# ---- design 1 ----
**Design 1: track usage over the die**

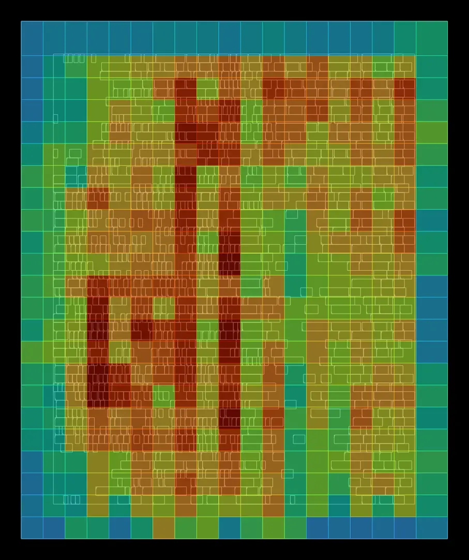

### src/rtl/ysyx_22041207_pkg.sv
// Shared types and constants for the IFU AXI read bridge.
// IFU_RD_TIMEOUT_EN adds the DRAIN state used after an R-channel timeout.
package ysyx_22041207_pkg;

  typedef enum logic [2:0] {
    ST_IDLE = 3'd0,
    ST_AR   = 3'd1,
    ST_R    = 3'd2,
    ST_RESP = 3'd3
`ifdef IFU_RD_TIMEOUT_EN
    , ST_DRAIN = 3'd4
`endif
  } state_e;

  localparam logic [1:0] RESP_OKAY  = 2'b00;
  localparam logic [1:0] BURST_INCR = 2'b01;

  typedef struct packed {
    logic       ok;
    logic [2:0] arsize;
  } size_dec_t;

  // Only contiguous low-aligned lane masks map to a legal AXI transfer size.
  function automatic size_dec_t size_decode(input logic [7:0] mask);
    size_dec_t r;
    r.ok     = 1'b1;
    r.arsize = 3'd0;
    case (mask)
      8'h01:   r.arsize = 3'd0;
      8'h03:   r.arsize = 3'd1;
      8'h0F:   r.arsize = 3'd2;
      8'hFF:   r.arsize = 3'd3;
      default: r.ok     = 1'b0;
    endcase
    return r;
  endfunction

endpackage

### src/rtl/ysyx_22041207_ifu_axi_rd.sv
// Single-outstanding IF fetch to single-beat AXI4 read bridge.
// Define IFU_RD_TIMEOUT_EN to enable the R-channel watchdog and DRAIN state.
module ysyx_22041207_ifu_axi_rd
  import ysyx_22041207_pkg::*;
#(
  parameter int         ADDR_W = 64,
  parameter int         DATA_W = 64,
  parameter logic [3:0] AXI_ID = 4'h0
`ifdef IFU_RD_TIMEOUT_EN
  , parameter int       TIMEOUT_CYC = 255
`endif
) (
  input  logic              clk,
  input  logic              rst_n,
  input  logic              rx_r_valid_i,
  output logic              rx_r_ready_o,
  input  logic [ADDR_W-1:0] rx_r_addr_i,
  input  logic [7:0]        rx_r_size_i,
  output logic [DATA_W-1:0] rx_data_read_o,
  output logic              rx_data_valid,
  input  logic              rx_data_ready,
  output logic              rx_r_err,
  output logic              arvalid,
  input  logic              arready,
  output logic [ADDR_W-1:0] araddr,
  output logic [3:0]        arid,
  output logic [7:0]        arlen,
  output logic [2:0]        arsize,
  output logic [1:0]        arburst,
  input  logic              rvalid,
  output logic              rready,
  input  logic [DATA_W-1:0] rdata,
  input  logic [1:0]        rresp,
  input  logic              rlast,
  input  logic [3:0]        rid
);

  state_e            state_q, state_d;
  logic [ADDR_W-1:0] addr_q, addr_d;
  logic [2:0]        arsize_q, arsize_d;
  logic [DATA_W-1:0] data_q, data_d;
  logic              err_q, err_d;
  logic              alive_q;
  size_dec_t         size_dec;

  assign size_dec = size_decode(rx_r_size_i);

`ifdef IFU_RD_TIMEOUT_EN
  localparam logic [7:0] TO_LAST = 8'(TIMEOUT_CYC - 1);
  logic [7:0] cnt_q, cnt_d;
  logic       drain_q, drain_d;
`endif

  always_comb begin
    state_d  = state_q;
    addr_d   = addr_q;
    arsize_d = arsize_q;
    data_d   = data_q;
    err_d    = err_q;
`ifdef IFU_RD_TIMEOUT_EN
    cnt_d    = cnt_q;
    drain_d  = drain_q;
`endif
    case (state_q)
      ST_IDLE: begin
        if (rx_r_valid_i && alive_q) begin
          addr_d   = rx_r_addr_i;
          arsize_d = size_dec.arsize;
          if (size_dec.ok) begin
            state_d = ST_AR;
          end else begin
            data_d  = '0;
            err_d   = 1'b1;
            state_d = ST_RESP;
          end
        end
      end
      ST_AR: begin
        if (arready) begin
          state_d = ST_R;
`ifdef IFU_RD_TIMEOUT_EN
          cnt_d   = '0;
`endif
        end
      end
      ST_R: begin
        if (rvalid) begin
          data_d  = rdata >> {addr_q[2:0], 3'b000};
          err_d   = (rresp != RESP_OKAY) || !rlast || (rid != AXI_ID);
          state_d = ST_RESP;
        end
`ifdef IFU_RD_TIMEOUT_EN
        // The AR was already issued, so a late beat must be swallowed in DRAIN.
        else if (cnt_q == TO_LAST) begin
          data_d  = '0;
          err_d   = 1'b1;
          drain_d = 1'b1;
          state_d = ST_RESP;
        end else begin
          cnt_d = cnt_q + 8'd1;
        end
`endif
      end
      ST_RESP: begin
        if (rx_data_ready) begin
`ifdef IFU_RD_TIMEOUT_EN
          state_d = drain_q ? ST_DRAIN : ST_IDLE;
          drain_d = 1'b0;
`else
          state_d = ST_IDLE;
`endif
        end
      end
`ifdef IFU_RD_TIMEOUT_EN
      ST_DRAIN: begin
        if (rvalid) state_d = ST_IDLE;
      end
`endif
      default: state_d = ST_IDLE;
    endcase
  end

  always_ff @(posedge clk or negedge rst_n) begin
    if (!rst_n) begin
      state_q  <= ST_IDLE;
      addr_q   <= '0;
      arsize_q <= '0;
      data_q   <= '0;
      err_q    <= 1'b0;
      alive_q  <= 1'b0;
`ifdef IFU_RD_TIMEOUT_EN
      cnt_q    <= '0;
      drain_q  <= 1'b0;
`endif
    end else begin
      state_q  <= state_d;
      addr_q   <= addr_d;
      arsize_q <= arsize_d;
      data_q   <= data_d;
      err_q    <= err_d;
      alive_q  <= 1'b1;
`ifdef IFU_RD_TIMEOUT_EN
      cnt_q    <= cnt_d;
      drain_q  <= drain_d;
`endif
    end
  end

  // alive_q keeps ready low through the reset cycle even though state is IDLE.
  assign rx_r_ready_o   = (state_q == ST_IDLE) && alive_q;
  assign rx_data_valid  = (state_q == ST_RESP);
  assign rx_data_read_o = data_q;
  assign rx_r_err       = err_q;

  assign arvalid = (state_q == ST_AR);
  assign araddr  = {addr_q[ADDR_W-1:3], 3'b000};
  assign arid    = AXI_ID;
  assign arlen   = 8'd0;
  assign arsize  = arsize_q;
  assign arburst = BURST_INCR;
`ifdef IFU_RD_TIMEOUT_EN
  assign rready  = (state_q == ST_R) || (state_q == ST_DRAIN);
`else
  assign rready  = (state_q == ST_R);
`endif

endmodule

### config.mk
export PLATFORM = sky130hd
export DESIGN_NAME = ysyx_22041207_ifu_axi_rd
export DESIGN_NICKNAME = d
export VERILOG_FILES = /design/src/rtl/ysyx_22041207_pkg.sv /design/src/rtl/ysyx_22041207_ifu_axi_rd.sv
export SDC_FILE = /design/constraint.sdc
export NUM_CORES = 1
export LEC_CHECK = 0
export ABC_AREA = 1
export ABC_CLOCK_PERIOD_IN_PS = 3000
export CAP_MARGIN = 25
export CORE_ASPECT_RATIO = 1.25
export CORE_MARGIN = 10
export CORE_UTILIZATION = 48
export CTS_CLUSTER_DIAMETER = 40
export DETAILED_ROUTE_END_ITERATION = 8
export PLACE_DENSITY = 0.93
export SYNTH_ARGS = -nofsm -noshare
export SYNTH_HDL_FRONTEND = slang
export SYNTH_SLANG_ARGS = --single-unit
export TNS_END_PERCENT = 30
### constraint.sdc
create_clock -name clk -period 3 [get_ports clk]
set_input_delay 0.6 -clock clk [delete_from_list [all_inputs] [get_ports clk]]
set_output_delay 0.6 -clock clk [all_outputs]
set_load 0.05 [all_outputs]
# ---- design 2 ----
## config.mk

```make
export PLATFORM = sky130hd
export DESIGN_NAME = prim_arb_mux_nx1
export DESIGN_NICKNAME = d
export VERILOG_FILES = /design/src/rtl/prim_pkg.sv /design/src/rtl/prim_arb_rr.sv /design/src/rtl/prim_arb_mux_nx1.sv
export SDC_FILE = /design/constraint.sdc
export NUM_CORES = 1
export LEC_CHECK = 0
export CORE_ASPECT_RATIO = 0.9
export CORE_MARGIN = 5
export CORE_UTILIZATION = 25
export DETAILED_ROUTE_END_ITERATION = 10
export SLEW_MARGIN = 30
export SYNTH_ARGS = -nofsm -noshare
export SYNTH_HDL_FRONTEND = slang
export SYNTH_SLANG_ARGS = --single-unit
```

## constraint.sdc

```tcl
create_clock -name i_clk -period 11.45 [get_ports i_clk]
set_clock_uncertainty 0.2 [all_clocks]
set_input_delay 2.8625 -clock i_clk [delete_from_list [all_inputs] [get_ports i_clk]]
set_output_delay 2.8625 -clock i_clk [all_outputs]
set_load 0.005 [all_outputs]
```

## src/rtl/prim_pkg.sv

```systemverilog
// Shared types and helpers for the prim_* arbitration primitives.
package prim_pkg;

    typedef enum logic {
        ARB_FIXED = 1'b0,
        ARB_RR    = 1'b1
    } arb_mode_e;

    // Upper bound on channel count accepted by onehot2idx.
    localparam int MAX_CH    = 64;
    localparam int MAX_SEL_W = 6;

    // OR-reduces the indices of set bits; exact for one-hot or zero inputs.
    function automatic logic [MAX_SEL_W-1:0] onehot2idx(input logic [MAX_CH-1:0] oh);
        logic [MAX_SEL_W-1:0] idx;
        idx = '0;
        for (int i = 0; i < MAX_CH; i++) begin
            if (oh[i]) begin
                idx = idx | MAX_SEL_W'(i);
            end
        end
        return idx;
    endfunction

endpackage

```

## src/rtl/prim_arb_rr.sv

```systemverilog
// Request-to-one-hot grant arbiter: fixed priority or round-robin, with an
// optional lock mask that restricts arbitration to a single channel.
module prim_arb_rr
    import prim_pkg::*;
#(
    parameter int N_CH     = 8,
    parameter int ARB_MODE = 1,
    parameter int SEL_W    = $clog2(N_CH)
) (
    input  logic            clk_i,
    input  logic            rst_ni,
    input  logic [N_CH-1:0] req_i,
    input  logic            advance_i,
    input  logic            lock_i,
    input  logic [N_CH-1:0] lock_oh_i,
    output logic [N_CH-1:0] gnt_o
);

    localparam bit IsRr = (ARB_MODE == int'(ARB_RR));

    logic [SEL_W-1:0] ptr_q;
    logic [SEL_W-1:0] ptr_d;
    logic [SEL_W-1:0] start;
    logic [SEL_W-1:0] gnt_idx;
    logic [SEL_W:0]   pos;
    logic [N_CH-1:0]  req_m;
    logic             found;

    assign req_m = lock_i ? (req_i & lock_oh_i) : req_i;
    assign start = IsRr ? ptr_q : '0;

    // Scan upward from start, wrapping at N_CH; first requester wins.
    always_comb begin
        gnt_o = '0;
        found = 1'b0;
        pos   = '0;
        for (int i = 0; i < N_CH; i++) begin
            pos = {1'b0, start} + (SEL_W+1)'(i);
            if (pos >= (SEL_W+1)'(N_CH)) begin
                pos = pos - (SEL_W+1)'(N_CH);
            end
            if (!found && req_m[pos[SEL_W-1:0]]) begin
                gnt_o[pos[SEL_W-1:0]] = 1'b1;
                found = 1'b1;
            end
        end
    end

    assign gnt_idx = SEL_W'(onehot2idx(MAX_CH'(gnt_o)));

    always_comb begin
        if (gnt_idx == SEL_W'(N_CH - 1)) begin
            ptr_d = '0;
        end else begin
            ptr_d = gnt_idx + SEL_W'(1);
        end
    end

    always_ff @(posedge clk_i) begin
        if (!rst_ni) begin
            ptr_q <= '0;
        end else if (IsRr && advance_i) begin
            ptr_q <= ptr_d;
        end
    end

endmodule

```

## src/rtl/prim_arb_mux_nx1.sv

```systemverilog
// N:1 arbitrated mux with valid/ready on every channel and a registered output.
// Define PRIM_ARB_MUX_LOCK_EN to add i_last/o_last and packet-level locking.
module prim_arb_mux_nx1
    import prim_pkg::*;
#(
    parameter int WIDTH    = 32,
    parameter int N_CH     = 8,
    parameter int ARB_MODE = 1,
    parameter int SEL_W    = $clog2(N_CH)
) (
    input  logic                  i_clk,
    input  logic                  i_rst_n,
    input  logic [N_CH-1:0]       i_valid,
    input  logic [N_CH*WIDTH-1:0] i_data,
`ifdef PRIM_ARB_MUX_LOCK_EN
    input  logic [N_CH-1:0]       i_last,
`endif
    output logic [N_CH-1:0]       o_ready,
    output logic                  o_valid,
    output logic [WIDTH-1:0]      o_data,
    output logic [SEL_W-1:0]      o_sel,
`ifdef PRIM_ARB_MUX_LOCK_EN
    output logic                  o_last,
`endif
    input  logic                  i_ready
);

    logic             load;
    logic             xfer;
    logic             advance;
    logic             lock;
    logic [N_CH-1:0]  lock_oh;
    logic [N_CH-1:0]  gnt;
    logic [SEL_W-1:0] xfer_idx;
    logic [WIDTH-1:0] ch_data [N_CH];

    logic             o_valid_q, o_valid_d;
    logic [WIDTH-1:0] o_data_q,  o_data_d;
    logic [SEL_W-1:0] o_sel_q,   o_sel_d;

    for (genvar g = 0; g < N_CH; g++) begin : g_unpack
        assign ch_data[g] = i_data[g*WIDTH +: WIDTH];
    end

    prim_arb_rr #(
        .N_CH     (N_CH),
        .ARB_MODE (ARB_MODE),
        .SEL_W    (SEL_W)
    ) u_arb (
        .clk_i     (i_clk),
        .rst_ni    (i_rst_n),
        .req_i     (i_valid),
        .advance_i (advance),
        .lock_i    (lock),
        .lock_oh_i (lock_oh),
        .gnt_o     (gnt)
    );

    // Accept a new beat whenever the output slot is empty or draining this cycle.
    assign load     = ~o_valid_q | i_ready;
    assign o_ready  = (i_rst_n && load) ? (gnt & i_valid) : '0;
    assign xfer     = |o_ready;
    assign xfer_idx = SEL_W'(onehot2idx(MAX_CH'(o_ready)));

`ifdef PRIM_ARB_MUX_LOCK_EN
    logic            lock_q, lock_d;
    logic [N_CH-1:0] lock_oh_q, lock_oh_d;
    logic            o_last_q, o_last_d;
    logic            last_beat;

    assign last_beat = |(o_ready & i_last);

    always_comb begin
        lock_d    = lock_q;
        lock_oh_d = lock_oh_q;
        o_last_d  = o_last_q;
        if (xfer) begin
            lock_d    = ~last_beat;
            lock_oh_d = o_ready;
            o_last_d  = last_beat;
        end
    end

    always_ff @(posedge i_clk) begin
        if (!i_rst_n) begin
            lock_q    <= 1'b0;
            lock_oh_q <= '0;
            o_last_q  <= 1'b0;
        end else begin
            lock_q    <= lock_d;
            lock_oh_q <= lock_oh_d;
            o_last_q  <= o_last_d;
        end
    end

    // Pointer moves only when a packet completes, so fairness is per packet.
    assign lock    = lock_q;
    assign lock_oh = lock_oh_q;
    assign advance = xfer & last_beat;
    assign o_last  = o_last_q;
`else
    assign lock    = 1'b0;
    assign lock_oh = '0;
    assign advance = xfer;
`endif

    always_comb begin
        o_valid_d = o_valid_q;
        o_data_d  = o_data_q;
        o_sel_d   = o_sel_q;
        if (xfer) begin
            o_valid_d = 1'b1;
            o_data_d  = ch_data[xfer_idx];
            o_sel_d   = xfer_idx;
        end else if (i_ready) begin
            o_valid_d = 1'b0;
        end
    end

    always_ff @(posedge i_clk) begin
        if (!i_rst_n) begin
            o_valid_q <= 1'b0;
            o_data_q  <= '0;
            o_sel_q   <= '0;
        end else begin
            o_valid_q <= o_valid_d;
            o_data_q  <= o_data_d;
            o_sel_q   <= o_sel_d;
        end
    end

    assign o_valid = o_valid_q;
    assign o_data  = o_data_q;
    assign o_sel   = o_sel_q;

endmodule

```


## Gallery

Signal wires by layer.
Only two layers are drawn.
image #1
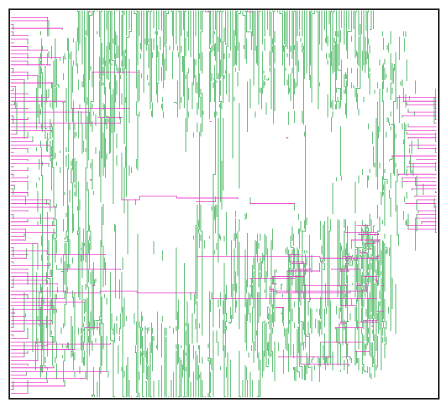
image #2
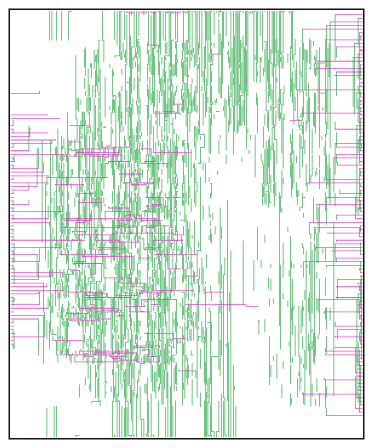
design 1: image #2
design 2: image #1

Key to image #1:
M3: marked magenta, wire length 2,020 microns. M2: marked green, wire length 11,700 microns.

**Design 1: I/O nets highlighted**

Bar = 50 microns.
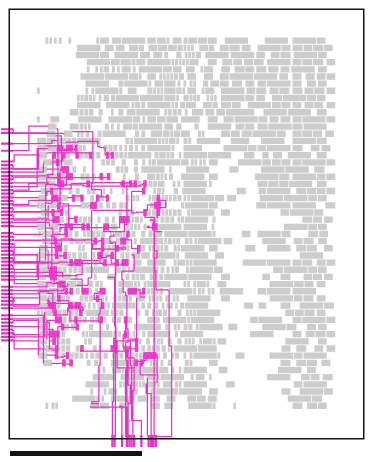
rdata: marked magenta, bits 64, direction input, edge 52 left, 12 bottom, end cells 128, buffers 64, wire 2,580 microns.
top-level port count: 299
IO Port Bufs: 280

## Picture notes: 'track usage over the die' of design 1
total track usage: 23.8%
GRT met1 Usage: 28.6%

==> results.sh, design 1 <==
# source this file to load flow results
export IMPL_status="complete, no violations"
export IMPL_critical_path_slowest_cell="sky130_fd_sc_hd__clkdlybuf4s50_1"
export IMPL_setup_worst_path_end="rx_r_ready_o"
export IMPL_ys_seq_share_pct=42.9
export IMPL_placed_area_sq_um=10200
export IMPL_pwr_density_cell_nw_per_um2=1190
export IMPL_remaining_global_route_overflow=0
export IMPL_htree_levels=4
export IMPL_finalMaxSlewViolations=0
export IMPL_cts_resized=0
export IMPL_unique_cell_types=26
export IMPL_routed_via_count=7463
export IMPL_worst_path_buf_inv=3
export IMPL_topCellsByArea="sky130_fd_sc_hd__dfrtp_1 (43%), sky130_fd_sc_hd__nand2_1 (16%), sky130_fd_sc_hd__nand3_1 (14%)"
export IMPL_ys_cells=983
export IMPL_ant_nets=0
==> design 1: power by group <==
group          internal, W  switching, W
clock network      0.00118      0.000840
logic              0.00250       0.00539
registers          0.00253      0.000431
total              0.00621       0.00666
==> design 1: kinds of logic (layout without fill, tap and decap cells) <==
| logic type | count (synthesis) | in the layout | share of synthesized area [%] |
|---|---|---|---|
| and+or+nand+nor | 612 | 612 | 33.8 |
| AOI/OAI and AO/OA | 8 | 8 | 0.625 |
| buffers and inverters | 160 | 344 | 12.8 |
| adders and majority gates | 5 | 5 | 0.801 |
| muxes | 62 | 62 | 8.94 |
| other | 2 | 22 | 0.0962 |
| DFF | 134 | 134 | 42.9 |
==> design 1: metrics by stage <==
stage                     setup slack, ns  total power [W]
after global routing                0.117           0.0136
after global placement              0.727           0.0106
final                               0.205           0.0129
after detailed placement            0.656           0.0108
after floorplan                      1.09          0.00895
after CTS                           0.196           0.0129
==> design 1: area by class of cell <==
class / count / share of cell area [%]
inverters: 18 / 0.627
flip-flops and latches: 134 / 31.1
repair buffers: 294 / 27.6
multi-input cells: 706 / 32.8
clock buffers: 18 / 4.07
diodes: 3 / 0.0697
well taps: 216 / 2.51
clock inverters: 14 / 1.28
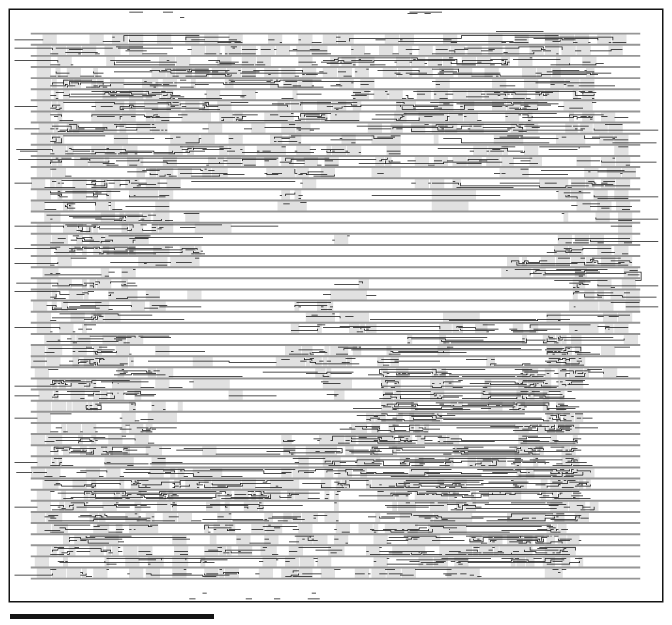
**Above:** design 2 (metal 1).
Bar = 50 microns. Supply wires on this layer in gray.
The layer holds 41% of the routed length. 1,040 nets have wire on it.

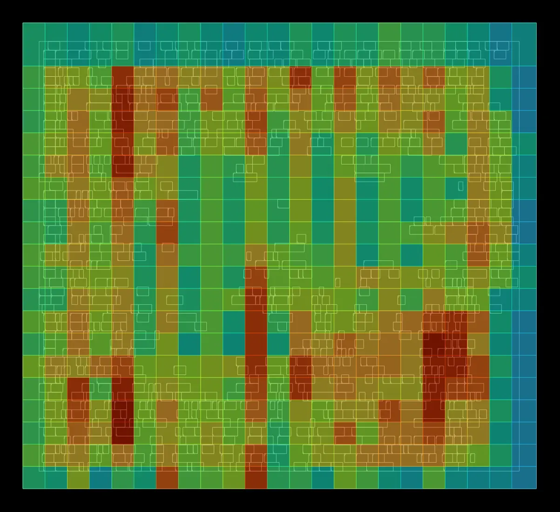
**Above:** design 2 (track usage over the die).
GRT met1 Usage: 24.1%
global routing usage on met2: 32.7%

==> results.sh, design 2 <==
# source this file to load flow results
export IMPL_well_tap_cell_count=255
export IMPL_setup_repair_after_global_routing_missed_its_margin="no"
export IMPL_tns_ns=0
export IMPL_share_seq_of_total_power_pct=18.2
export IMPL_comb_area_share_pct=46.6
export IMPL_clockNetworkPower_w=0.000173
export IMPL_netlist_area_sq_um=5020
export IMPL_report_final_hold_viol_count=0
export IMPL_antenna_found_initial=1
export IMPL_remaining_global_route_overflow=0
export IMPL_dp_slack_ns=1.82
export IMPL_placed_area_sq_um=8180
export IMPL_dr_wl_met3_mm=2.02
export IMPL_async_reset_ff_share_pct=0
export IMPL_clockPowerShare_pct=16.8
export IMPL_layout_top_cells_excl_fill_tap="sky130_fd_sc_hd__clkdlybuf4s50_1 (309), sky130_fd_sc_hd__nand2_1 (102), sky130_fd_sc_hd__mux2i_1 (58)"
export IMPL_numPortBuffers=310
export IMPL_p_int_w=0.000602
export IMPL_area_share_sequential_pct=9.31
export IMPL_yosysChipArea_sq_um=5020
export IMPL_cts_setup_buffers=0
export IMPL_synth_warnings=0
export IMPL_timing_critical_path_fanout_max=26
export IMPL_instance_count_of_the_mapped_netlist=631
export IMPL_multiInputCombCellCount=526
export IMPL_worst_slack_ns=1.74
export IMPL_nClkBuffers=6
export IMPL_postSynth_topFlopCell="sky130_fd_sc_hd__dfxtp_1"
export IMPL_critical_path_cell_sequence="clkdlybuf4s50_1, mux4_2, nor2_1, a22o_1, nand2_1, o2111ai_1, nand3_1, inv_1, clkdlybuf4s50_1"
export IMPL_topCellsByArea="sky130_fd_sc_hd__dfxtp_1 (16%), sky130_fd_sc_hd__mux2i_1 (12%), sky130_fd_sc_hd__mux2_2 (9.6%)"
export IMPL_synthesis_area_per_instance_sq_um=7.96
export IMPL_design_core_area_sq_um=19900
export IMPL_hold_ws_ns=0.313
export IMPL_ant_nets=0
export IMPL_status="complete, no violations"
export IMPL_tritoncts="yes"
-- design 2: kinds of logic after synthesis --
| kind of cell | count (synthesis) | share of synthesized area [%] |
|---|---|---|
| flops | 39 | 15.5 |
| simple gates | 263 | 26.9 |
| compound gates | 135 | 19.6 |
| mux | 118 | 28.2 |
| buf+inv | 66 | 7.49 |
| xor+xnor | 2 | 0.349 |
| fa+ha+maj | 8 | 1.99 |
-- design 2: critical path, delay by kind of cell --
family,cells,cell delay [ns]
buffers and inverters,3,1.25
AOI/OAI and AO/OA,2,1.18
and+or+nand+nor,3,0.71
muxes,1,0.62
-- design 2: registers in the layout (all words and copies together), names as in the netlist --
name and flops:
o_data 32, o_valid 1, u_arb.ptr_q 3, o_sel 3
-- design 2: path summary, 6_finish.rpt --
check                                  to  slack [ns]  depth (start not counted)
setup reg to reg  o_data[14]$_SDFFE_PN0P_        4.35                         14
hold reg to reg     o_sel[0]$_SDFFE_PN0P_        0.31                          2
setup / recovery               o_ready[5]        1.74                          9
hold / removal      o_sel[0]$_SDFFE_PN0P_        0.31                          2

# ---- design 3 ----
<file path="src/rtl/pwm_peripheral.sv">
// rtl/pwm_peripheral.sv - 16-bit output driver with static on/off or shared 8-bit PWM gating per bit
//
// Parameter:
//   PRESCALE     clk cycles per PWM counter step (>=1); period = 256*PRESCALE clks
// Ports:
//   clk          system clock
//   rst_n        asynchronous active-low reset
//   en_out_lo/hi output enable, bits 7:0 / 15:8
//   en_pwm_lo/hi PWM mode select, bits 7:0 / 15:8
//   duty         PWM duty cycle, latched at each period start
//   out          registered chip outputs
//   pwm_sync     one-clk pulse on the first cycle of each PWM period

module pwm_peripheral #(
   parameter int PRESCALE = 12
) (
   input  logic        clk,
   input  logic        rst_n,
   input  logic [7:0]  en_out_lo,
   input  logic [7:0]  en_out_hi,
   input  logic [7:0]  en_pwm_lo,
   input  logic [7:0]  en_pwm_hi,
   input  logic [7:0]  duty,
   output logic [15:0] out,
   output logic        pwm_sync
);

   localparam int PW = (PRESCALE > 1) ? $clog2(PRESCALE) : 1;
   localparam logic [PW-1:0] PRE_LAST = PW'(PRESCALE - 1);

   logic [PW-1:0] pre;
   logic [7:0]    cnt;
   logic [7:0]    duty_sh;
   logic          tick;
   logic          wrap;
   logic          pwm_sig;
   logic [15:0]   en;
   logic [15:0]   pm;

   assign tick = (pre == PRE_LAST);
   // Last step of the period: cnt rolls over to 0 on this edge.
   assign wrap = tick && (cnt == 8'hFF);

   // Full scale is forced high so 0xFF has no one-step dropout at cnt==255.
   assign pwm_sig = (duty_sh == 8'hFF) ? 1'b1 : (cnt < duty_sh);

   assign en = {en_out_hi, en_out_lo};
   assign pm = {en_pwm_hi, en_pwm_lo};

   always_ff @(posedge clk or negedge rst_n) begin
      if (!rst_n) begin
         pre      <= '0;
         cnt      <= 8'h00;
         duty_sh  <= 8'h00;
         out      <= 16'h0000;
         pwm_sync <= 1'b0;
      end else begin
         pre <= tick ? '0 : pre + 1'b1;
         if (tick) begin
            cnt <= cnt + 8'd1;
         end
         // Shadow only updates at the period boundary so pulses are never truncated.
         if (wrap) begin
            duty_sh <= duty;
         end
         // Enable dominates; PWM-mode bits follow the waveform, others are static high.
         out <= en & (~pm | {16{pwm_sig}});
         // Raised on the edge that makes cnt==0 and pre==0, so it is high exactly in that cycle.
         pwm_sync <= wrap;
      end
   end

endmodule

</file>
<file path="config.mk">
export PLATFORM = sky130hd
export DESIGN_NAME = pwm_peripheral
export DESIGN_NICKNAME = d
export VERILOG_FILES = /design/src/rtl/pwm_peripheral.sv
export SDC_FILE = /design/constraint.sdc
export NUM_CORES = 1
export LEC_CHECK = 0
export ABC_AREA = 1
export CAP_MARGIN = 10
export CORE_ASPECT_RATIO = 1.2
export CORE_MARGIN = 2
export CORE_UTILIZATION = 25
export CTS_BUF_LIST = sky130_fd_sc_hd__clkbuf_2
export DETAILED_ROUTE_END_ITERATION = 8
export PLACE_DENSITY = 0.58
export SLEW_MARGIN = 15
export SYNTH_ARGS = -nofsm -noshare
export SYNTH_HDL_FRONTEND = slang
export SYNTH_SLANG_ARGS = --single-unit
</file>
<file path="constraint.sdc">
create_clock -name clk -period 4.23 [get_ports clk]
set_clock_uncertainty 0.05 [all_clocks]
set_input_delay 0.6345 -clock clk [delete_from_list [all_inputs] [get_ports clk]]
set_output_delay 0.6345 -clock clk [all_outputs]
set_load 0.005 [all_outputs]
</file>
# ---- design 4 ----
File: src/rtl/uba_dma_tst.sv
// uba_dma_tst: Unibus-side test device on the KS10 IO bus.
// Serves CSR/SRC/DST/CNT as a bus target and copies CNT words from SRC to DST
// through the UBA as a DMA initiator.
// Raises a BR interrupt on completion and answers the WRU vector poll.
// KS10 bit n of a bus word is vector index 35-n.
module uba_dma_tst #(
   parameter logic [17:0] BASE    = 18'o760100,
   parameter logic [3:0]  UBANUM  = 4'd3,
   parameter int unsigned BR      = 4,
   parameter logic [17:0] VECT    = 18'o000300,
   parameter int unsigned TIMEOUT = 1023
) (
   input  logic        clk,
   input  logic        rst,
   input  logic        devRESET,
   output logic        devACLO,
   input  logic        devREQI,
   input  logic        devACKI,
   input  logic [35:0] devADDRI,
   input  logic [35:0] devDATAI,
   output logic        devREQO,
   output logic        devACKO,
   output logic [35:0] devADDRO,
   output logic [35:0] devDATAO,
   output logic [7:4]  devINTRO
);

   localparam int unsigned TW = (TIMEOUT < 2) ? 1 : $clog2(TIMEOUT + 1);
   localparam logic [TW-1:0] TMO_LAST = TW'(TIMEOUT - 1);

   // Vector indices of the KS10 address-word flag bits
   localparam int unsigned B_READ  = 32;
   localparam int unsigned B_WRITE = 30;
   localparam int unsigned B_IO    = 29;
   localparam int unsigned B_WRU   = 28;

   typedef enum logic [1:0] {
      ST_IDLE,
      ST_RD,
      ST_WR,
      ST_FIN
   } state_t;

   state_t        state_q, state_d;
   logic [17:0]   src_q, src_d;
   logic [17:0]   dst_q, dst_d;
   logic [15:0]   cnt_q, cnt_d;
   logic [35:0]   hold_q, hold_d;
   logic          ie_q, ie_d;
   logic          done_q, done_d;
   logic          err_q, err_d;
   logic          req_q, req_d;
   logic          int_q, int_d;
   logic [TW-1:0] tmo_q, tmo_d;

   logic          uba_match;
   logic [16:0]   reg_off;
   logic [1:0]    reg_idx;
   logic          sel;
   logic          wr_acc;
   logic          wruhit;
   logic          busy;
   logic          ack_ok;
   logic          go;
   logic [17:0]   rd_val;
   logic          unused_ok;

   assign uba_match = (devADDRI[21:18] == UBANUM);
   assign reg_off   = devADDRI[17:1] - BASE[17:1];
   assign reg_idx   = reg_off[1:0];
   assign sel       = devREQI & devADDRI[B_IO] & uba_match &
                      (reg_off < 17'd4) & ~devADDRI[0];
   assign wr_acc    = sel & devADDRI[B_WRITE];
   assign wruhit    = devREQI & devADDRI[B_WRU] & uba_match & done_q & ie_q;
   assign busy      = (state_q != ST_IDLE);
   assign ack_ok    = devACKI & req_q;

   assign devACLO   = 1'b0;
   assign devACKO   = sel | wruhit;
   assign devREQO   = req_q;

   assign unused_ok = ^{devADDRI[35:33], devADDRI[31], devADDRI[27:22]};

   // Register readback mux
   always_comb begin
      rd_val = '0;
      case (reg_idx)
         2'd0: rd_val = {2'b00, err_q, 7'b0, done_q, ie_q, 5'b0, busy};
         2'd1: rd_val = src_q;
         2'd2: rd_val = dst_q;
         default: rd_val = {2'b00, cnt_q};
      endcase
   end

   // Register writes first, then the DMA FSM so that FSM status sets win
   always_comb begin
      state_d = state_q;
      src_d   = src_q;
      dst_d   = dst_q;
      cnt_d   = cnt_q;
      hold_d  = hold_q;
      ie_d    = ie_q;
      done_d  = done_q;
      err_d   = err_q;
      tmo_d   = tmo_q;
      go      = 1'b0;

      if (wr_acc) begin
         case (reg_idx)
            2'd0: begin
               ie_d = devDATAI[6];
               if (devDATAI[7]) done_d = 1'b0;
               if (devDATAI[15]) err_d = 1'b0;
               if (!busy && devDATAI[0]) go = 1'b1;
            end
            2'd1: if (!busy) src_d = devDATAI[17:0];
            2'd2: if (!busy) dst_d = devDATAI[17:0];
            default: if (!busy) cnt_d = devDATAI[15:0];
         endcase
      end

      case (state_q)
         ST_IDLE: begin
            tmo_d = '0;
            if (go) begin
               done_d  = 1'b0;
               err_d   = 1'b0;
               state_d = (cnt_q != 16'd0) ? ST_RD : ST_FIN;
            end
         end
         ST_RD: begin
            if (ack_ok) begin
               hold_d  = devDATAI;
               src_d   = src_q + 18'd2;
               tmo_d   = '0;
               state_d = ST_WR;
            end else if (tmo_q == TMO_LAST) begin
               err_d   = 1'b1;
               done_d  = 1'b1;
               state_d = ST_IDLE;
            end else begin
               tmo_d = tmo_q + TW'(1);
            end
         end
         ST_WR: begin
            if (ack_ok) begin
               dst_d   = dst_q + 18'd2;
               cnt_d   = cnt_q - 16'd1;
               tmo_d   = '0;
               state_d = (cnt_q == 16'd1) ? ST_FIN : ST_RD;
            end else if (tmo_q == TMO_LAST) begin
               err_d   = 1'b1;
               done_d  = 1'b1;
               state_d = ST_IDLE;
            end else begin
               tmo_d = tmo_q + TW'(1);
            end
         end
         default: begin
            done_d  = 1'b1;
            state_d = ST_IDLE;
         end
      endcase
   end

   // Request is held low for the cycle after an ack so the UBA never sees a stale request
   always_comb begin
      req_d = ((state_d == ST_RD) || (state_d == ST_WR)) && !ack_ok;
      int_d = done_d & ie_d;
   end

   // State and register update with synchronous reset
   always_ff @(posedge clk) begin
      if (rst || devRESET) begin
         state_q <= ST_IDLE;
         src_q   <= '0;
         dst_q   <= '0;
         cnt_q   <= '0;
         hold_q  <= '0;
         ie_q    <= 1'b0;
         done_q  <= 1'b0;
         err_q   <= 1'b0;
         req_q   <= 1'b0;
         int_q   <= 1'b0;
         tmo_q   <= '0;
      end else begin
         state_q <= state_d;
         src_q   <= src_d;
         dst_q   <= dst_d;
         cnt_q   <= cnt_d;
         hold_q  <= hold_d;
         ie_q    <= ie_d;
         done_q  <= done_d;
         err_q   <= err_d;
         req_q   <= req_d;
         int_q   <= int_d;
         tmo_q   <= tmo_d;
      end
   end

   // DMA address word for the current transfer phase
   always_comb begin
      devADDRO = '0;
      case (state_q)
         ST_RD: begin
            devADDRO[B_READ] = 1'b1;
            devADDRO[B_IO]   = 1'b1;
            devADDRO[21:18]  = UBANUM;
            devADDRO[17:0]   = src_q;
         end
         ST_WR: begin
            devADDRO[B_WRITE] = 1'b1;
            devADDRO[B_IO]    = 1'b1;
            devADDRO[21:18]   = UBANUM;
            devADDRO[17:0]    = dst_q;
         end
         default: devADDRO = '0;
      endcase
   end

   // Data out: target read or vector, else DMA write data, else zero
   always_comb begin
      devDATAO = '0;
      if (sel)
         devDATAO[17:0] = rd_val;
      else if (wruhit)
         devDATAO[17:0] = VECT;
      else if (state_q == ST_WR)
         devDATAO = hold_q;
   end

   // Interrupt request on the configured BR line only
   always_comb begin
      devINTRO     = '0;
      devINTRO[BR] = int_q;
   end

endmodule

File: config.mk
export PLATFORM = sky130hd
export DESIGN_NAME = uba_dma_tst
export DESIGN_NICKNAME = d
export VERILOG_FILES = /design/src/rtl/uba_dma_tst.sv
export SDC_FILE = /design/constraint.sdc
export NUM_CORES = 1
export LEC_CHECK = 0
export CAP_MARGIN = 20
export CORE_ASPECT_RATIO = 2
export CORE_UTILIZATION = 49
export DETAILED_ROUTE_END_ITERATION = 7
export GPL_ROUTABILITY_DRIVEN = 1
export PLACE_DENSITY = 0.87
export SYNTH_ARGS = -nofsm -noshare
export SYNTH_HDL_FRONTEND = slang
export SYNTH_SLANG_ARGS = --single-unit
export TNS_END_PERCENT = 1
File: constraint.sdc
create_clock -name clk -period 2.7 [get_ports clk]
set_input_delay 0.405 -clock clk [delete_from_list [all_inputs] [get_ports clk]]
set_output_delay 0.405 -clock clk [all_outputs]
set_load 0.01 [all_outputs]
# ---- design 5 ----
===== src/rtl/if_fetch_stage_if.sv =====
// Fetch-stage bundle: hazard controls, EX redirect, instruction-memory handshake and IF/ID outputs.
// master = the fetch stage, slave = the surrounding pipeline / memory.
interface if_fetch_stage_if #(
   parameter int XLEN = 32
);
   logic            pc_write;
   logic            if_id_write;
   logic            redirect_valid;
   logic [XLEN-1:0] redirect_pc;
   logic            imem_req_valid;
   logic [XLEN-1:0] imem_req_addr;
   logic            imem_req_ready;
   logic            imem_rsp_valid;
   logic [XLEN-1:0] imem_rsp_data;
   logic            if_id_valid;
   logic [XLEN-1:0] if_id_pc;
   logic [XLEN-1:0] if_id_inst;

   modport master (
      input  pc_write, if_id_write, redirect_valid, redirect_pc,
      input  imem_req_ready, imem_rsp_valid, imem_rsp_data,
      output imem_req_valid, imem_req_addr,
      output if_id_valid, if_id_pc, if_id_inst
   );

   modport slave (
      output pc_write, if_id_write, redirect_valid, redirect_pc,
      output imem_req_ready, imem_rsp_valid, imem_rsp_data,
      input  imem_req_valid, imem_req_addr,
      input  if_id_valid, if_id_pc, if_id_inst
   );
endinterface


===== src/rtl/if_fetch_stage.sv =====
// RISC-V instruction fetch: PC, one-outstanding imem request, one-entry hold buffer, IF/ID register.
// Optional fetch/flush performance counters are enabled with IF_PERF_CNT_EN.
module if_fetch_stage #(
   parameter int              XLEN     = 32,
   parameter logic [XLEN-1:0] RESET_PC = '0
) (
   input  logic              clk,
   input  logic              rst,
   if_fetch_stage_if.master  bus
`ifdef IF_PERF_CNT_EN
   ,
   output logic [31:0]       perf_fetch_cnt,
   output logic [31:0]       perf_flush_cnt
`endif
);

   localparam logic [XLEN-1:0] NOP = XLEN'(32'h0000_0013);

   typedef enum logic [1:0] {FETCH, WAIT, HOLD, DROP} state_e;

   state_e          state_q, state_d;
   logic [XLEN-1:0] pc_q, pc_d;
   logic [XLEN-1:0] req_pc_q, req_pc_d;
   logic [XLEN-1:0] hold_inst_q, hold_inst_d;
   logic [XLEN-1:0] hold_pc_q, hold_pc_d;
   logic            ifid_vld_q, ifid_vld_d;
   logic [XLEN-1:0] ifid_pc_q, ifid_pc_d;
   logic [XLEN-1:0] ifid_inst_q, ifid_inst_d;
   logic            req_vld;
   logic            deliver;
   logic [XLEN-1:0] dlv_pc, dlv_inst;

   assign req_vld            = (state_q == FETCH) && bus.pc_write && !bus.redirect_valid;
   assign bus.imem_req_valid = req_vld;
   assign bus.imem_req_addr  = pc_q;
   assign bus.if_id_valid    = ifid_vld_q;
   assign bus.if_id_pc       = ifid_pc_q;
   assign bus.if_id_inst     = ifid_inst_q;

   always_comb begin
      state_d     = state_q;
      pc_d        = pc_q;
      req_pc_d    = req_pc_q;
      hold_inst_d = hold_inst_q;
      hold_pc_d   = hold_pc_q;
      ifid_vld_d  = ifid_vld_q;
      ifid_pc_d   = ifid_pc_q;
      ifid_inst_d = ifid_inst_q;
      deliver     = 1'b0;
      dlv_pc      = '0;
      dlv_inst    = NOP;

      case (state_q)
         FETCH: begin
            if (req_vld && bus.imem_req_ready) begin
               req_pc_d = pc_q;
               state_d  = WAIT;
            end
         end
         WAIT: begin
            if (bus.imem_rsp_valid) begin
               pc_d = req_pc_q + XLEN'(4);
               if (bus.if_id_write) begin
                  deliver  = 1'b1;
                  dlv_pc   = req_pc_q;
                  dlv_inst = bus.imem_rsp_data;
                  state_d  = FETCH;
               end else begin
                  hold_pc_d   = req_pc_q;
                  hold_inst_d = bus.imem_rsp_data;
                  state_d     = HOLD;
               end
            end
         end
         HOLD: begin
            if (bus.if_id_write) begin
               deliver  = 1'b1;
               dlv_pc   = hold_pc_q;
               dlv_inst = hold_inst_q;
               state_d  = FETCH;
            end
         end
         DROP: begin
            if (bus.imem_rsp_valid) begin
               state_d = FETCH;
            end
         end
         default: state_d = FETCH;
      endcase

      if (deliver) begin
         ifid_vld_d  = 1'b1;
         ifid_pc_d   = dlv_pc;
         ifid_inst_d = dlv_inst;
      end else if (bus.if_id_write) begin
         ifid_vld_d  = 1'b0;
         ifid_pc_d   = '0;
         ifid_inst_d = NOP;
      end

      // A redirect overrides everything above; an outstanding request must still be drained.
      if (bus.redirect_valid) begin
         deliver     = 1'b0;
         pc_d        = bus.redirect_pc;
         ifid_vld_d  = 1'b0;
         ifid_pc_d   = '0;
         ifid_inst_d = NOP;
         hold_pc_d   = '0;
         hold_inst_d = '0;
         if ((state_q == WAIT) || (state_q == DROP)) begin
            state_d = bus.imem_rsp_valid ? FETCH : DROP;
         end else begin
            state_d = FETCH;
         end
      end
   end

   always_ff @(posedge clk or posedge rst) begin
      if (rst) begin
         state_q     <= FETCH;
         pc_q        <= RESET_PC;
         req_pc_q    <= '0;
         hold_inst_q <= '0;
         hold_pc_q   <= '0;
         ifid_vld_q  <= 1'b0;
         ifid_pc_q   <= '0;
         ifid_inst_q <= NOP;
      end else begin
         state_q     <= state_d;
         pc_q        <= pc_d;
         req_pc_q    <= req_pc_d;
         hold_inst_q <= hold_inst_d;
         hold_pc_q   <= hold_pc_d;
         ifid_vld_q  <= ifid_vld_d;
         ifid_pc_q   <= ifid_pc_d;
         ifid_inst_q <= ifid_inst_d;
      end
   end

`ifdef IF_PERF_CNT_EN
   logic [31:0] perf_fetch_q, perf_flush_q;

   always_ff @(posedge clk or posedge rst) begin
      if (rst) begin
         perf_fetch_q <= '0;
         perf_flush_q <= '0;
      end else begin
         if (deliver) perf_fetch_q <= perf_fetch_q + 32'd1;
         if (bus.redirect_valid) perf_flush_q <= perf_flush_q + 32'd1;
      end
   end

   assign perf_fetch_cnt = perf_fetch_q;
   assign perf_flush_cnt = perf_flush_q;
`endif

endmodule


===== src/flat_wrapper.sv =====
// flat-port wrapper written by rule: the top's interface ports become plain ports
module if_fetch_stage_flat 
#(
   parameter int              XLEN     = 32,
   parameter logic [XLEN-1:0] RESET_PC = '0
)
  (clk, rst, bus_pc_write, bus_if_id_write, bus_redirect_valid, bus_redirect_pc, bus_imem_req_ready, bus_imem_rsp_valid, bus_imem_rsp_data, bus_imem_req_valid, bus_imem_req_addr, bus_if_id_valid, bus_if_id_pc, bus_if_id_inst);
  if_fetch_stage_if #(.XLEN(XLEN)) bus_i ();
  input  logic clk;
  input  logic rst;
  input wire logic [$bits(bus_i.pc_write)-1:0] bus_pc_write;
  input wire logic [$bits(bus_i.if_id_write)-1:0] bus_if_id_write;
  input wire logic [$bits(bus_i.redirect_valid)-1:0] bus_redirect_valid;
  input wire logic [$bits(bus_i.redirect_pc)-1:0] bus_redirect_pc;
  input wire logic [$bits(bus_i.imem_req_ready)-1:0] bus_imem_req_ready;
  input wire logic [$bits(bus_i.imem_rsp_valid)-1:0] bus_imem_rsp_valid;
  input wire logic [$bits(bus_i.imem_rsp_data)-1:0] bus_imem_rsp_data;
  output wire logic [$bits(bus_i.imem_req_valid)-1:0] bus_imem_req_valid;
  output wire logic [$bits(bus_i.imem_req_addr)-1:0] bus_imem_req_addr;
  output wire logic [$bits(bus_i.if_id_valid)-1:0] bus_if_id_valid;
  output wire logic [$bits(bus_i.if_id_pc)-1:0] bus_if_id_pc;
  output wire logic [$bits(bus_i.if_id_inst)-1:0] bus_if_id_inst;
  assign bus_i.pc_write = bus_pc_write;
  assign bus_i.if_id_write = bus_if_id_write;
  assign bus_i.redirect_valid = bus_redirect_valid;
  assign bus_i.redirect_pc = bus_redirect_pc;
  assign bus_i.imem_req_ready = bus_imem_req_ready;
  assign bus_i.imem_rsp_valid = bus_imem_rsp_valid;
  assign bus_i.imem_rsp_data = bus_imem_rsp_data;
  assign bus_imem_req_valid = bus_i.imem_req_valid;
  assign bus_imem_req_addr = bus_i.imem_req_addr;
  assign bus_if_id_valid = bus_i.if_id_valid;
  assign bus_if_id_pc = bus_i.if_id_pc;
  assign bus_if_id_inst = bus_i.if_id_inst;
  if_fetch_stage #(.XLEN(XLEN), .RESET_PC(RESET_PC)) u_core (.clk(clk), .rst(rst), .bus(bus_i));
endmodule

===== config.mk =====
export PLATFORM = sky130hd
export DESIGN_NAME = if_fetch_stage_flat
export DESIGN_NICKNAME = d
export VERILOG_FILES = /design/src/rtl/if_fetch_stage_if.sv /design/src/rtl/if_fetch_stage.sv /design/src/flat_wrapper.sv
export SDC_FILE = /design/constraint.sdc
export NUM_CORES = 1
export LEC_CHECK = 0
export CORE_MARGIN = 2
export CORE_UTILIZATION = 52
export DETAILED_ROUTE_END_ITERATION = 10
export PLACE_DENSITY = 0.76
export REMOVE_ABC_BUFFERS = 1
export SLEW_MARGIN = 0
export SYNTH_ARGS = -nofsm -noshare
export SYNTH_HDL_FRONTEND = slang
export SYNTH_SLANG_ARGS = --single-unit

===== constraint.sdc =====
create_clock -name clk -period 8.95 [get_ports clk]
set_input_delay 1.3425 -clock clk [delete_from_list [all_inputs] [get_ports clk]]
set_output_delay 1.3425 -clock clk [all_outputs]
set_load 0.005 [all_outputs]

**Design 4: sequential cells grouped by signal name**

Bar = 20 microns.
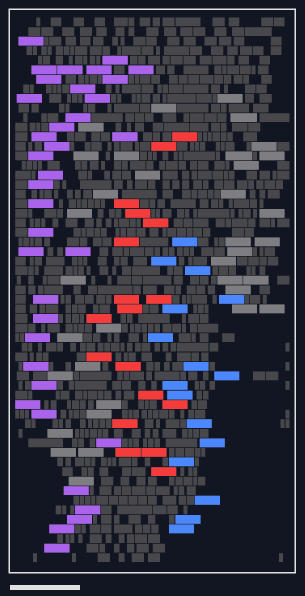
hold_q: marked purple, sequential cells 36. cnt_q: marked blue, sequential cells 16. dst_q: marked red, sequential cells 18.
post-route core utilization: 66.4%
sequential-cell power consumption: 0.00155 W

==> results.sh, design 4 <==
# source this file to load flow results
export IMPL_rows=57
export IMPL_largest_register_ffs=36
export IMPL_clock_slew_at_reported_path_ffs_ns=0.07
export IMPL_detail_route_drc_violations=0
export IMPL_lay_top_count="sky130_fd_sc_hd__nand2_1"
export IMPL_gp_congestion=0.969
export IMPL_fmax_mhz=382
export IMPL_registers_top_by_ff_count="hold_q"
export IMPL_clk_root_buffer_cell="sky130_fd_sc_hd__clkbuf_16"
export IMPL_layout_clock_cell_area_share_pct=3.57
export IMPL_layout_min_cycle_time_ns=2.62
export IMPL_fp_dieW_microns=80.9
export IMPL_ys_ff=105
export IMPL_most_common_cell="sky130_fd_sc_hd__nand2_1"
export IMPL_routed_via_count=6730
export IMPL_dp_slack_ns=-0.443
export IMPL_dp_cells=1050
export IMPL_setup_worst_path_class="in2reg"
export IMPL_async_reset_ff_share_pct=0
export IMPL_multiInputCombCellCount=619
export IMPL_status="complete, no violations"
export IMPL_design_core_area_sq_um=12100
export IMPL_power_total_w=0.00304
export IMPL_hold_ws_ns=0.456
export IMPL_buffers_non_clock=175
export IMPL_endpoint_kind="register"
export IMPL_clock_latency_reported_for_the_late_side_of_the_worst_skew_pair_ns=0.35
export IMPL_globalRouteTotalUtil_pct=33.0
export IMPL_final_min_period_over_clock_period_pct=97.1
export IMPL_drv_cap=0
export IMPL_hold_path_end="hold_q[30]$_SDFFE_PP0P_"
export IMPL_post_route_cells_drive_above_1_share_pct=13.4
export IMPL_topCellsByArea="sky130_fd_sc_hd__dfxtp_1 (34%), sky130_fd_sc_hd__a21oi_1 (9.2%), sky130_fd_sc_hd__nand2_1 (7.3%)"
## design 4: repair_timing
| action | 4_1_cts | 5_1_grt |
|---|---|---|
| buffers inserted | 3 | 0 |
| gates cloned | 2 | 0 |
| gates resized | 116 | 14 |
| hold buffers | 0 | 0 |
| pin swaps | 9 | 7 |
| endpoints found under the setup margin | 52 | 37 |
## design 4: cells by family after synthesis
logic type | share of synthesized area (%)
other cells | 0.0615
simple gates | 27.7
compound gates | 22.4
fa+ha+maj | 2.05
flops | 34.5
mux | 4.51
xor+xnor | 2.01
buf+inv | 6.75
## design 4: power groups by stage
stage | sequential, W | combinational [W] | clock (W)
3_3_place_gp | 0.00158 | 0.000217 | 0
3_5_place_dp | 0.00158 | 0.000218 | 0
4_1_cts | 0.00155 | 0.000214 | 0.00129
5_1_grt | 0.00155 | 0.000228 | 0.00136
2_1_floorplan | 0.00158 | 0.0000797 | 0
6_report | 0.00155 | 0.000221 | 0.00128
## design 4: worst max-delay path: cells and delay by family
family | cells | cell delay [ns]
compound gates | 2 | 0.28
simple gates | 4 | 1.26
buf+inv | 5 | 0.89
## design 4: metal layers
layer	GRT usage (%)	wire length (microns)
met5	0	0
met4	27.3	1890
met3	5.49	1450
met2	55.8	10400
met1	34.2	7010
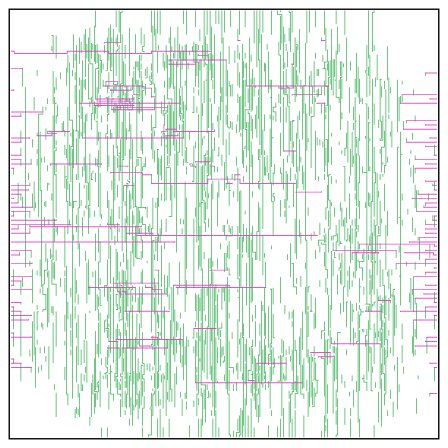
**Above:** design 5 (signal wires by layer).
Only two layers are drawn.
M2: marked green, wire length 11,100 microns. M3: marked magenta, wire length 1,320 microns.
routed len/inst: 17.6 microns
total routed wirelength: 22.5 mm
count of vias placed by the detailed router: 7,234
total track usage: 25.3%

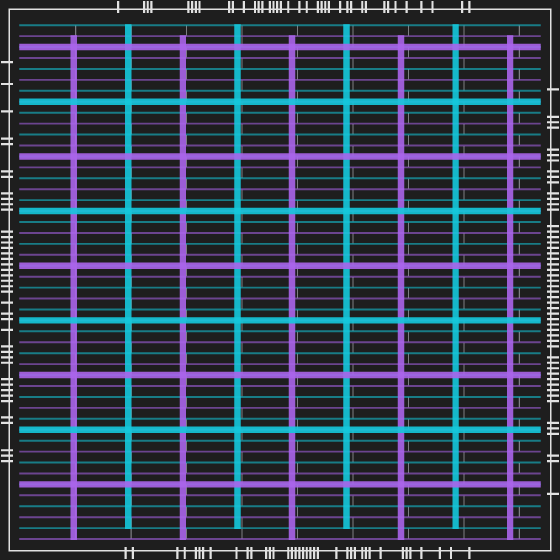
**Above:** design 5 (PDN straps and rails).
Pins as bars on the die edge. Tap cells in gray.
VDD: marked cyan. VSS: marked purple.
220 tap cells. 48 met1 rails follow the rows. The core has 47 rows. 169 signal pins sit on the boundary. 9 straps on met4.
maximum resistive drop on vdd: 0.000159 V
Core Footprint: 16,600 sq um
horizontal die dimension: 134 microns
height of the die: 134 microns

==> results.sh, design 5 <==
# source this file to load flow results
export IMPL_report_final_setup_viol=0
export IMPL_unique_cell_types=46
export IMPL_crit_top_cell="sky130_fd_sc_hd__clkdlybuf4s50_1"
export IMPL_fin_nets=1119
export IMPL_dominant_cells="flip-flops and latches"
export IMPL_post_route_cells_drive_above_1_share_pct=8.91
export IMPL_endpoint_kind="output pin"
export IMPL_warning_count=31
export IMPL_detail_route_vias_per_cell=5.67
export IMPL_hold_class="reg2reg"
export IMPL_groute_layer_met3_usage_pct=4.35
export IMPL_fillerInstances=1338
export IMPL_tritoncts="yes"
export IMPL_path_depth=3
export IMPL_area_growth_synth_to_final_pct=26.8
export IMPL_min_path_cells=2
export IMPL_first_pass_iters=6
export IMPL_worstPathRequired_ns=7.61
export IMPL_startpoint_of_the_worst_setup_timing_path="bus_pc_write"
export IMPL_share_seq_of_total_power_pct=46.8
export IMPL_status="complete, no violations"
export IMPL_clock_latency_reported_for_the_late_side_of_the_worst_skew_pair_ns=0.43
export IMPL_worst_clock_skew_ns=0.00660
export IMPL_crit_family="buffers and inverters"
export IMPL_clock_slew_at_reported_path_ffs_ns=0.06
export IMPL_area_sequential_sq_um=4880
export IMPL_nonClkBufAreaFrac_pct=15.8
export IMPL_remaining_global_route_overflow=0
export IMPL_drv_cap=0
export IMPL_topCellsByArea="sky130_fd_sc_hd__dfrtp_1 (54%), sky130_fd_sc_hd__nand2_1 (9.6%), sky130_fd_sc_hd__a22oi_1 (5.3%)"
export IMPL_critical_path_start_type="primary input"
export IMPL_cts_max_path_buffers=2
export IMPL_worst_flop_to_flop_path_startpoint="u_core.state_q[1]$_DFFE_PP0P_"
export IMPL_dp_slack_ns=4.86
export IMPL_cts_hold_fix_buffers=0
export IMPL_ys_ff=195
export IMPL_pwr_density_cell_nw_per_um2=230
export IMPL_r2r_setup_slack_ns=6.10
export IMPL_cts_buffers=17
export IMPL_multiInputCombCellCount=641
## design 5: power by group through the flow
stage               clock network [W]  logic, W  registers, W
floorplan                           0  0.000352       0.00117
global placement                    0  0.000576       0.00121
detailed placement                  0  0.000587       0.00122
CTS                          0.000795  0.000591       0.00120
global route                 0.000832  0.000645       0.00123
finish                       0.000783  0.000588       0.00121
## design 5: layout by cell type (no fill, tap or decap), drive strengths merged, types with 2 or more instances in the layout
master	netlist	routed
a21o	3	3
a21oi	90	90
a22oi	62	62
a31oi	3	3
and2	3	3
and3	3	3
and4	4	4
buf	31	13
bufinv	0	3
clkbuf	43	23
clkdlybuf4s50	0	167
clkinv	0	3
clkinvlp	0	3
dfrtp	192	192
dfstp	3	3
ha	6	6
inv	7	7
mux2	34	34
mux2i	7	7
nand2	225	225
nand3	16	16
nand4	14	14
nor2	32	32
nor3	5	5
nor3b	8	8
nor4	2	2
o21ai	86	86
o221ai	4	4
o31ai	4	4
xnor2	5	5
xor2	17	17
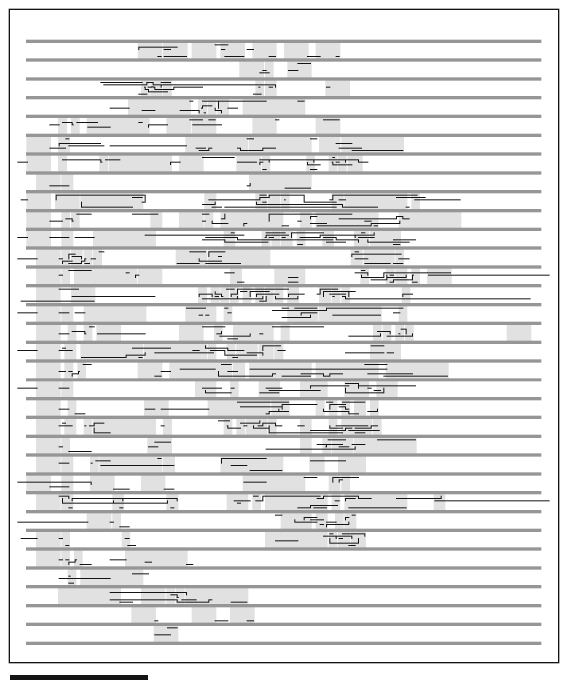
**Above:** design 3 (metal 1).
Bar = 20 microns. Supply wires on this layer in gray.
The layer holds 41% of the routed length. The layer carries 1,390 microns of wire. The wires run mostly horizontal. The longest straight run is 26.7 microns. 251 nets have wire on it.
GRT met1 Usage: 11.1%
total routed wirelength: 3.37 mm

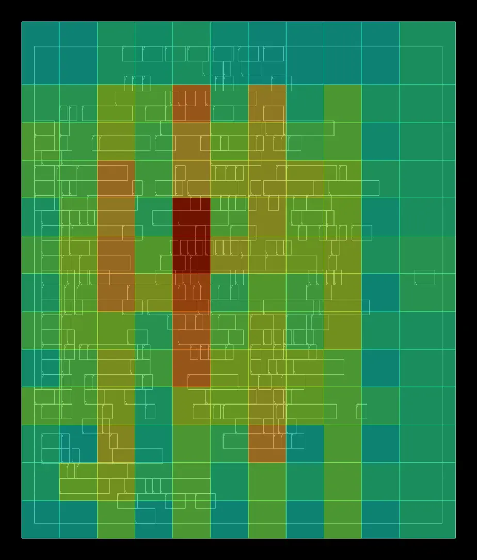
**Above:** design 3 (track usage over the die).
global routing usage on met2: 16.0%
post-route core utilization: 36.9%
total track usage: 9.87%

==> results.sh, design 3 <==
# source this file to load flow results
export IMPL_status="complete, no violations"
export IMPL_ys_top_cells_by_count="sky130_fd_sc_hd__nand2_1 (41), sky130_fd_sc_hd__dfrtp_1 (37), sky130_fd_sc_hd__inv_1 (36)"
export IMPL_tritoncts="yes"
export IMPL_topCellsByArea="sky130_fd_sc_hd__dfrtp_1 (55%), sky130_fd_sc_hd__nand2_1 (9.1%), sky130_fd_sc_hd__inv_1 (8.0%)"
export IMPL_postSynthNetCount=235
export IMPL_numPortBuffers=58
export IMPL_tns_ns=0
export IMPL_pin_count_of_the_biggest_net_entering_global_routing=38
export IMPL_grt_pass1_vias=1294
export IMPL_clock_latency_reported_for_the_late_side_of_the_worst_skew_pair_ns=0.37
export IMPL_comb_area_sq_um=608
export IMPL_pwr_density_cell_nw_per_um2=241
export IMPL_warning_count=26
export IMPL_ys_seq_share_pct=54.5
export IMPL_first_pass_iters=4
export IMPL_largest_registers_ranked_by_flip_flop_count="out x16, cnt x8, duty_sh x8"
export IMPL_report_final_hold_viol_count=0
export IMPL_setup_worst_path_class="reg2out"
export IMPL_worst_path_buf_inv=1
export IMPL_r2r_setup_slack_ns=2.32
[design 3: layer usage]
| metal | global-route usage (%) | wire [microns] |
|---|---|---|
| met3 | 4.81 | 306 |
| met4 | 3.88 | 58 |
| met2 | 16.0 | 1620 |
| met5 | 0 | 0 |
| met1 | 11.1 | 1390 |
[design 3: where the power goes]
group | internal, W | switching (W) | total, W
Sequential | 0.000362 | 0.00000189 | 0.000363
Clock | 0.0000386 | 0.000108 | 0.000146
Combinational | 0.0000477 | 0.0000189 | 0.0000666
[design 3: layout make-up]
type | instances | area share [%]
timing repair buffer | 58 | 24.1
clock buffer | 6 | 1.26
tap | 85 | 4.45
sequential | 37 | 38.7
multi-input combinational | 106 | 25.4
clock inverter | 1 | 0.157
inverter | 38 | 5.96
[design 3: kinds of logic after synthesis]
family	Yosys count
compound gates	13
xor+xnor	6
fa+ha+maj	9
buf+inv	41
flops	37
simple gates	78
[design 3: through the flow]
stage	total power, W	util, %	worst slack (ns)
after CTS	0.000589	36.9	2.26
after detailed placement	0.000438	36.4	2.32
after floorplan	0.000377	-	2.65
after global routing	0.000607	36.9	2.13
after global placement	0.000438	36.4	2.34
final	0.000576	36.9	2.31


==> layout pictures side by side <==
Metal 1.
picture 1
Bar = 50 microns. Supply wires on this layer in gray.
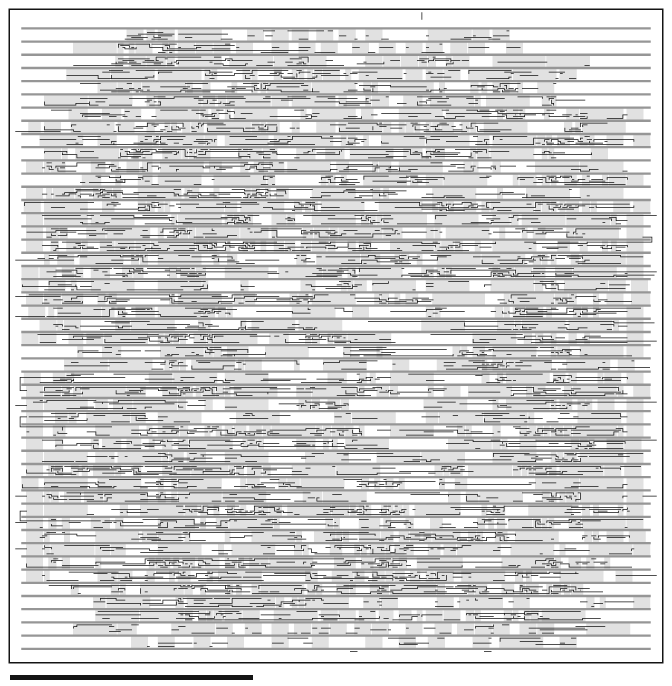
picture 2
Bar = 20 microns. Supply wires on this layer in gray.
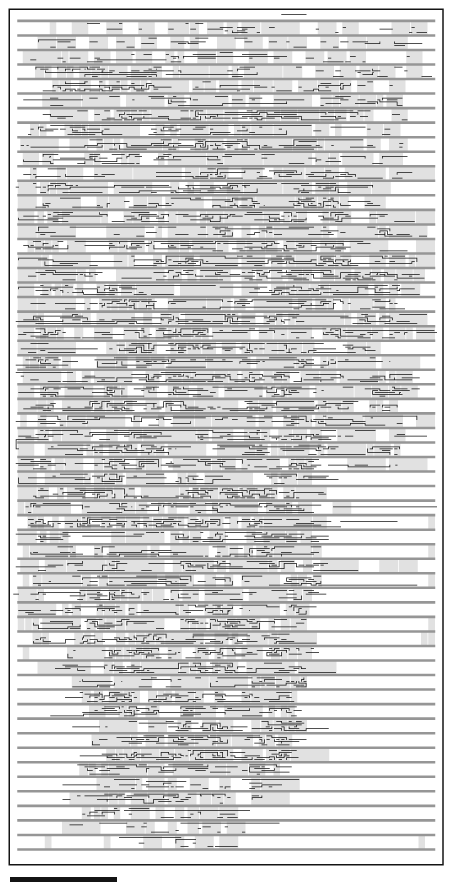
picture 3
Bar = 50 microns. Supply wires on this layer in gray.
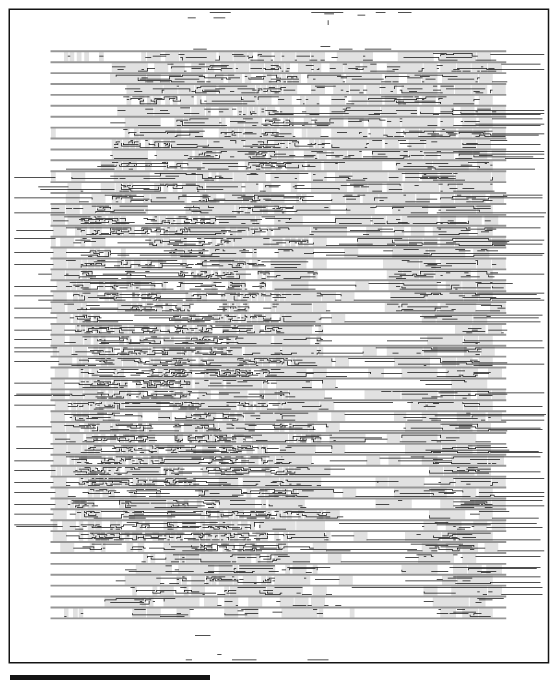
For design 4, see picture 2.
For design 5, see picture 1.
For design 1, see picture 3.
Of these, largest die: picture 3
Of these, smallest die: picture 2

No activity file was given, so power comes from the tool's default toggle rates.
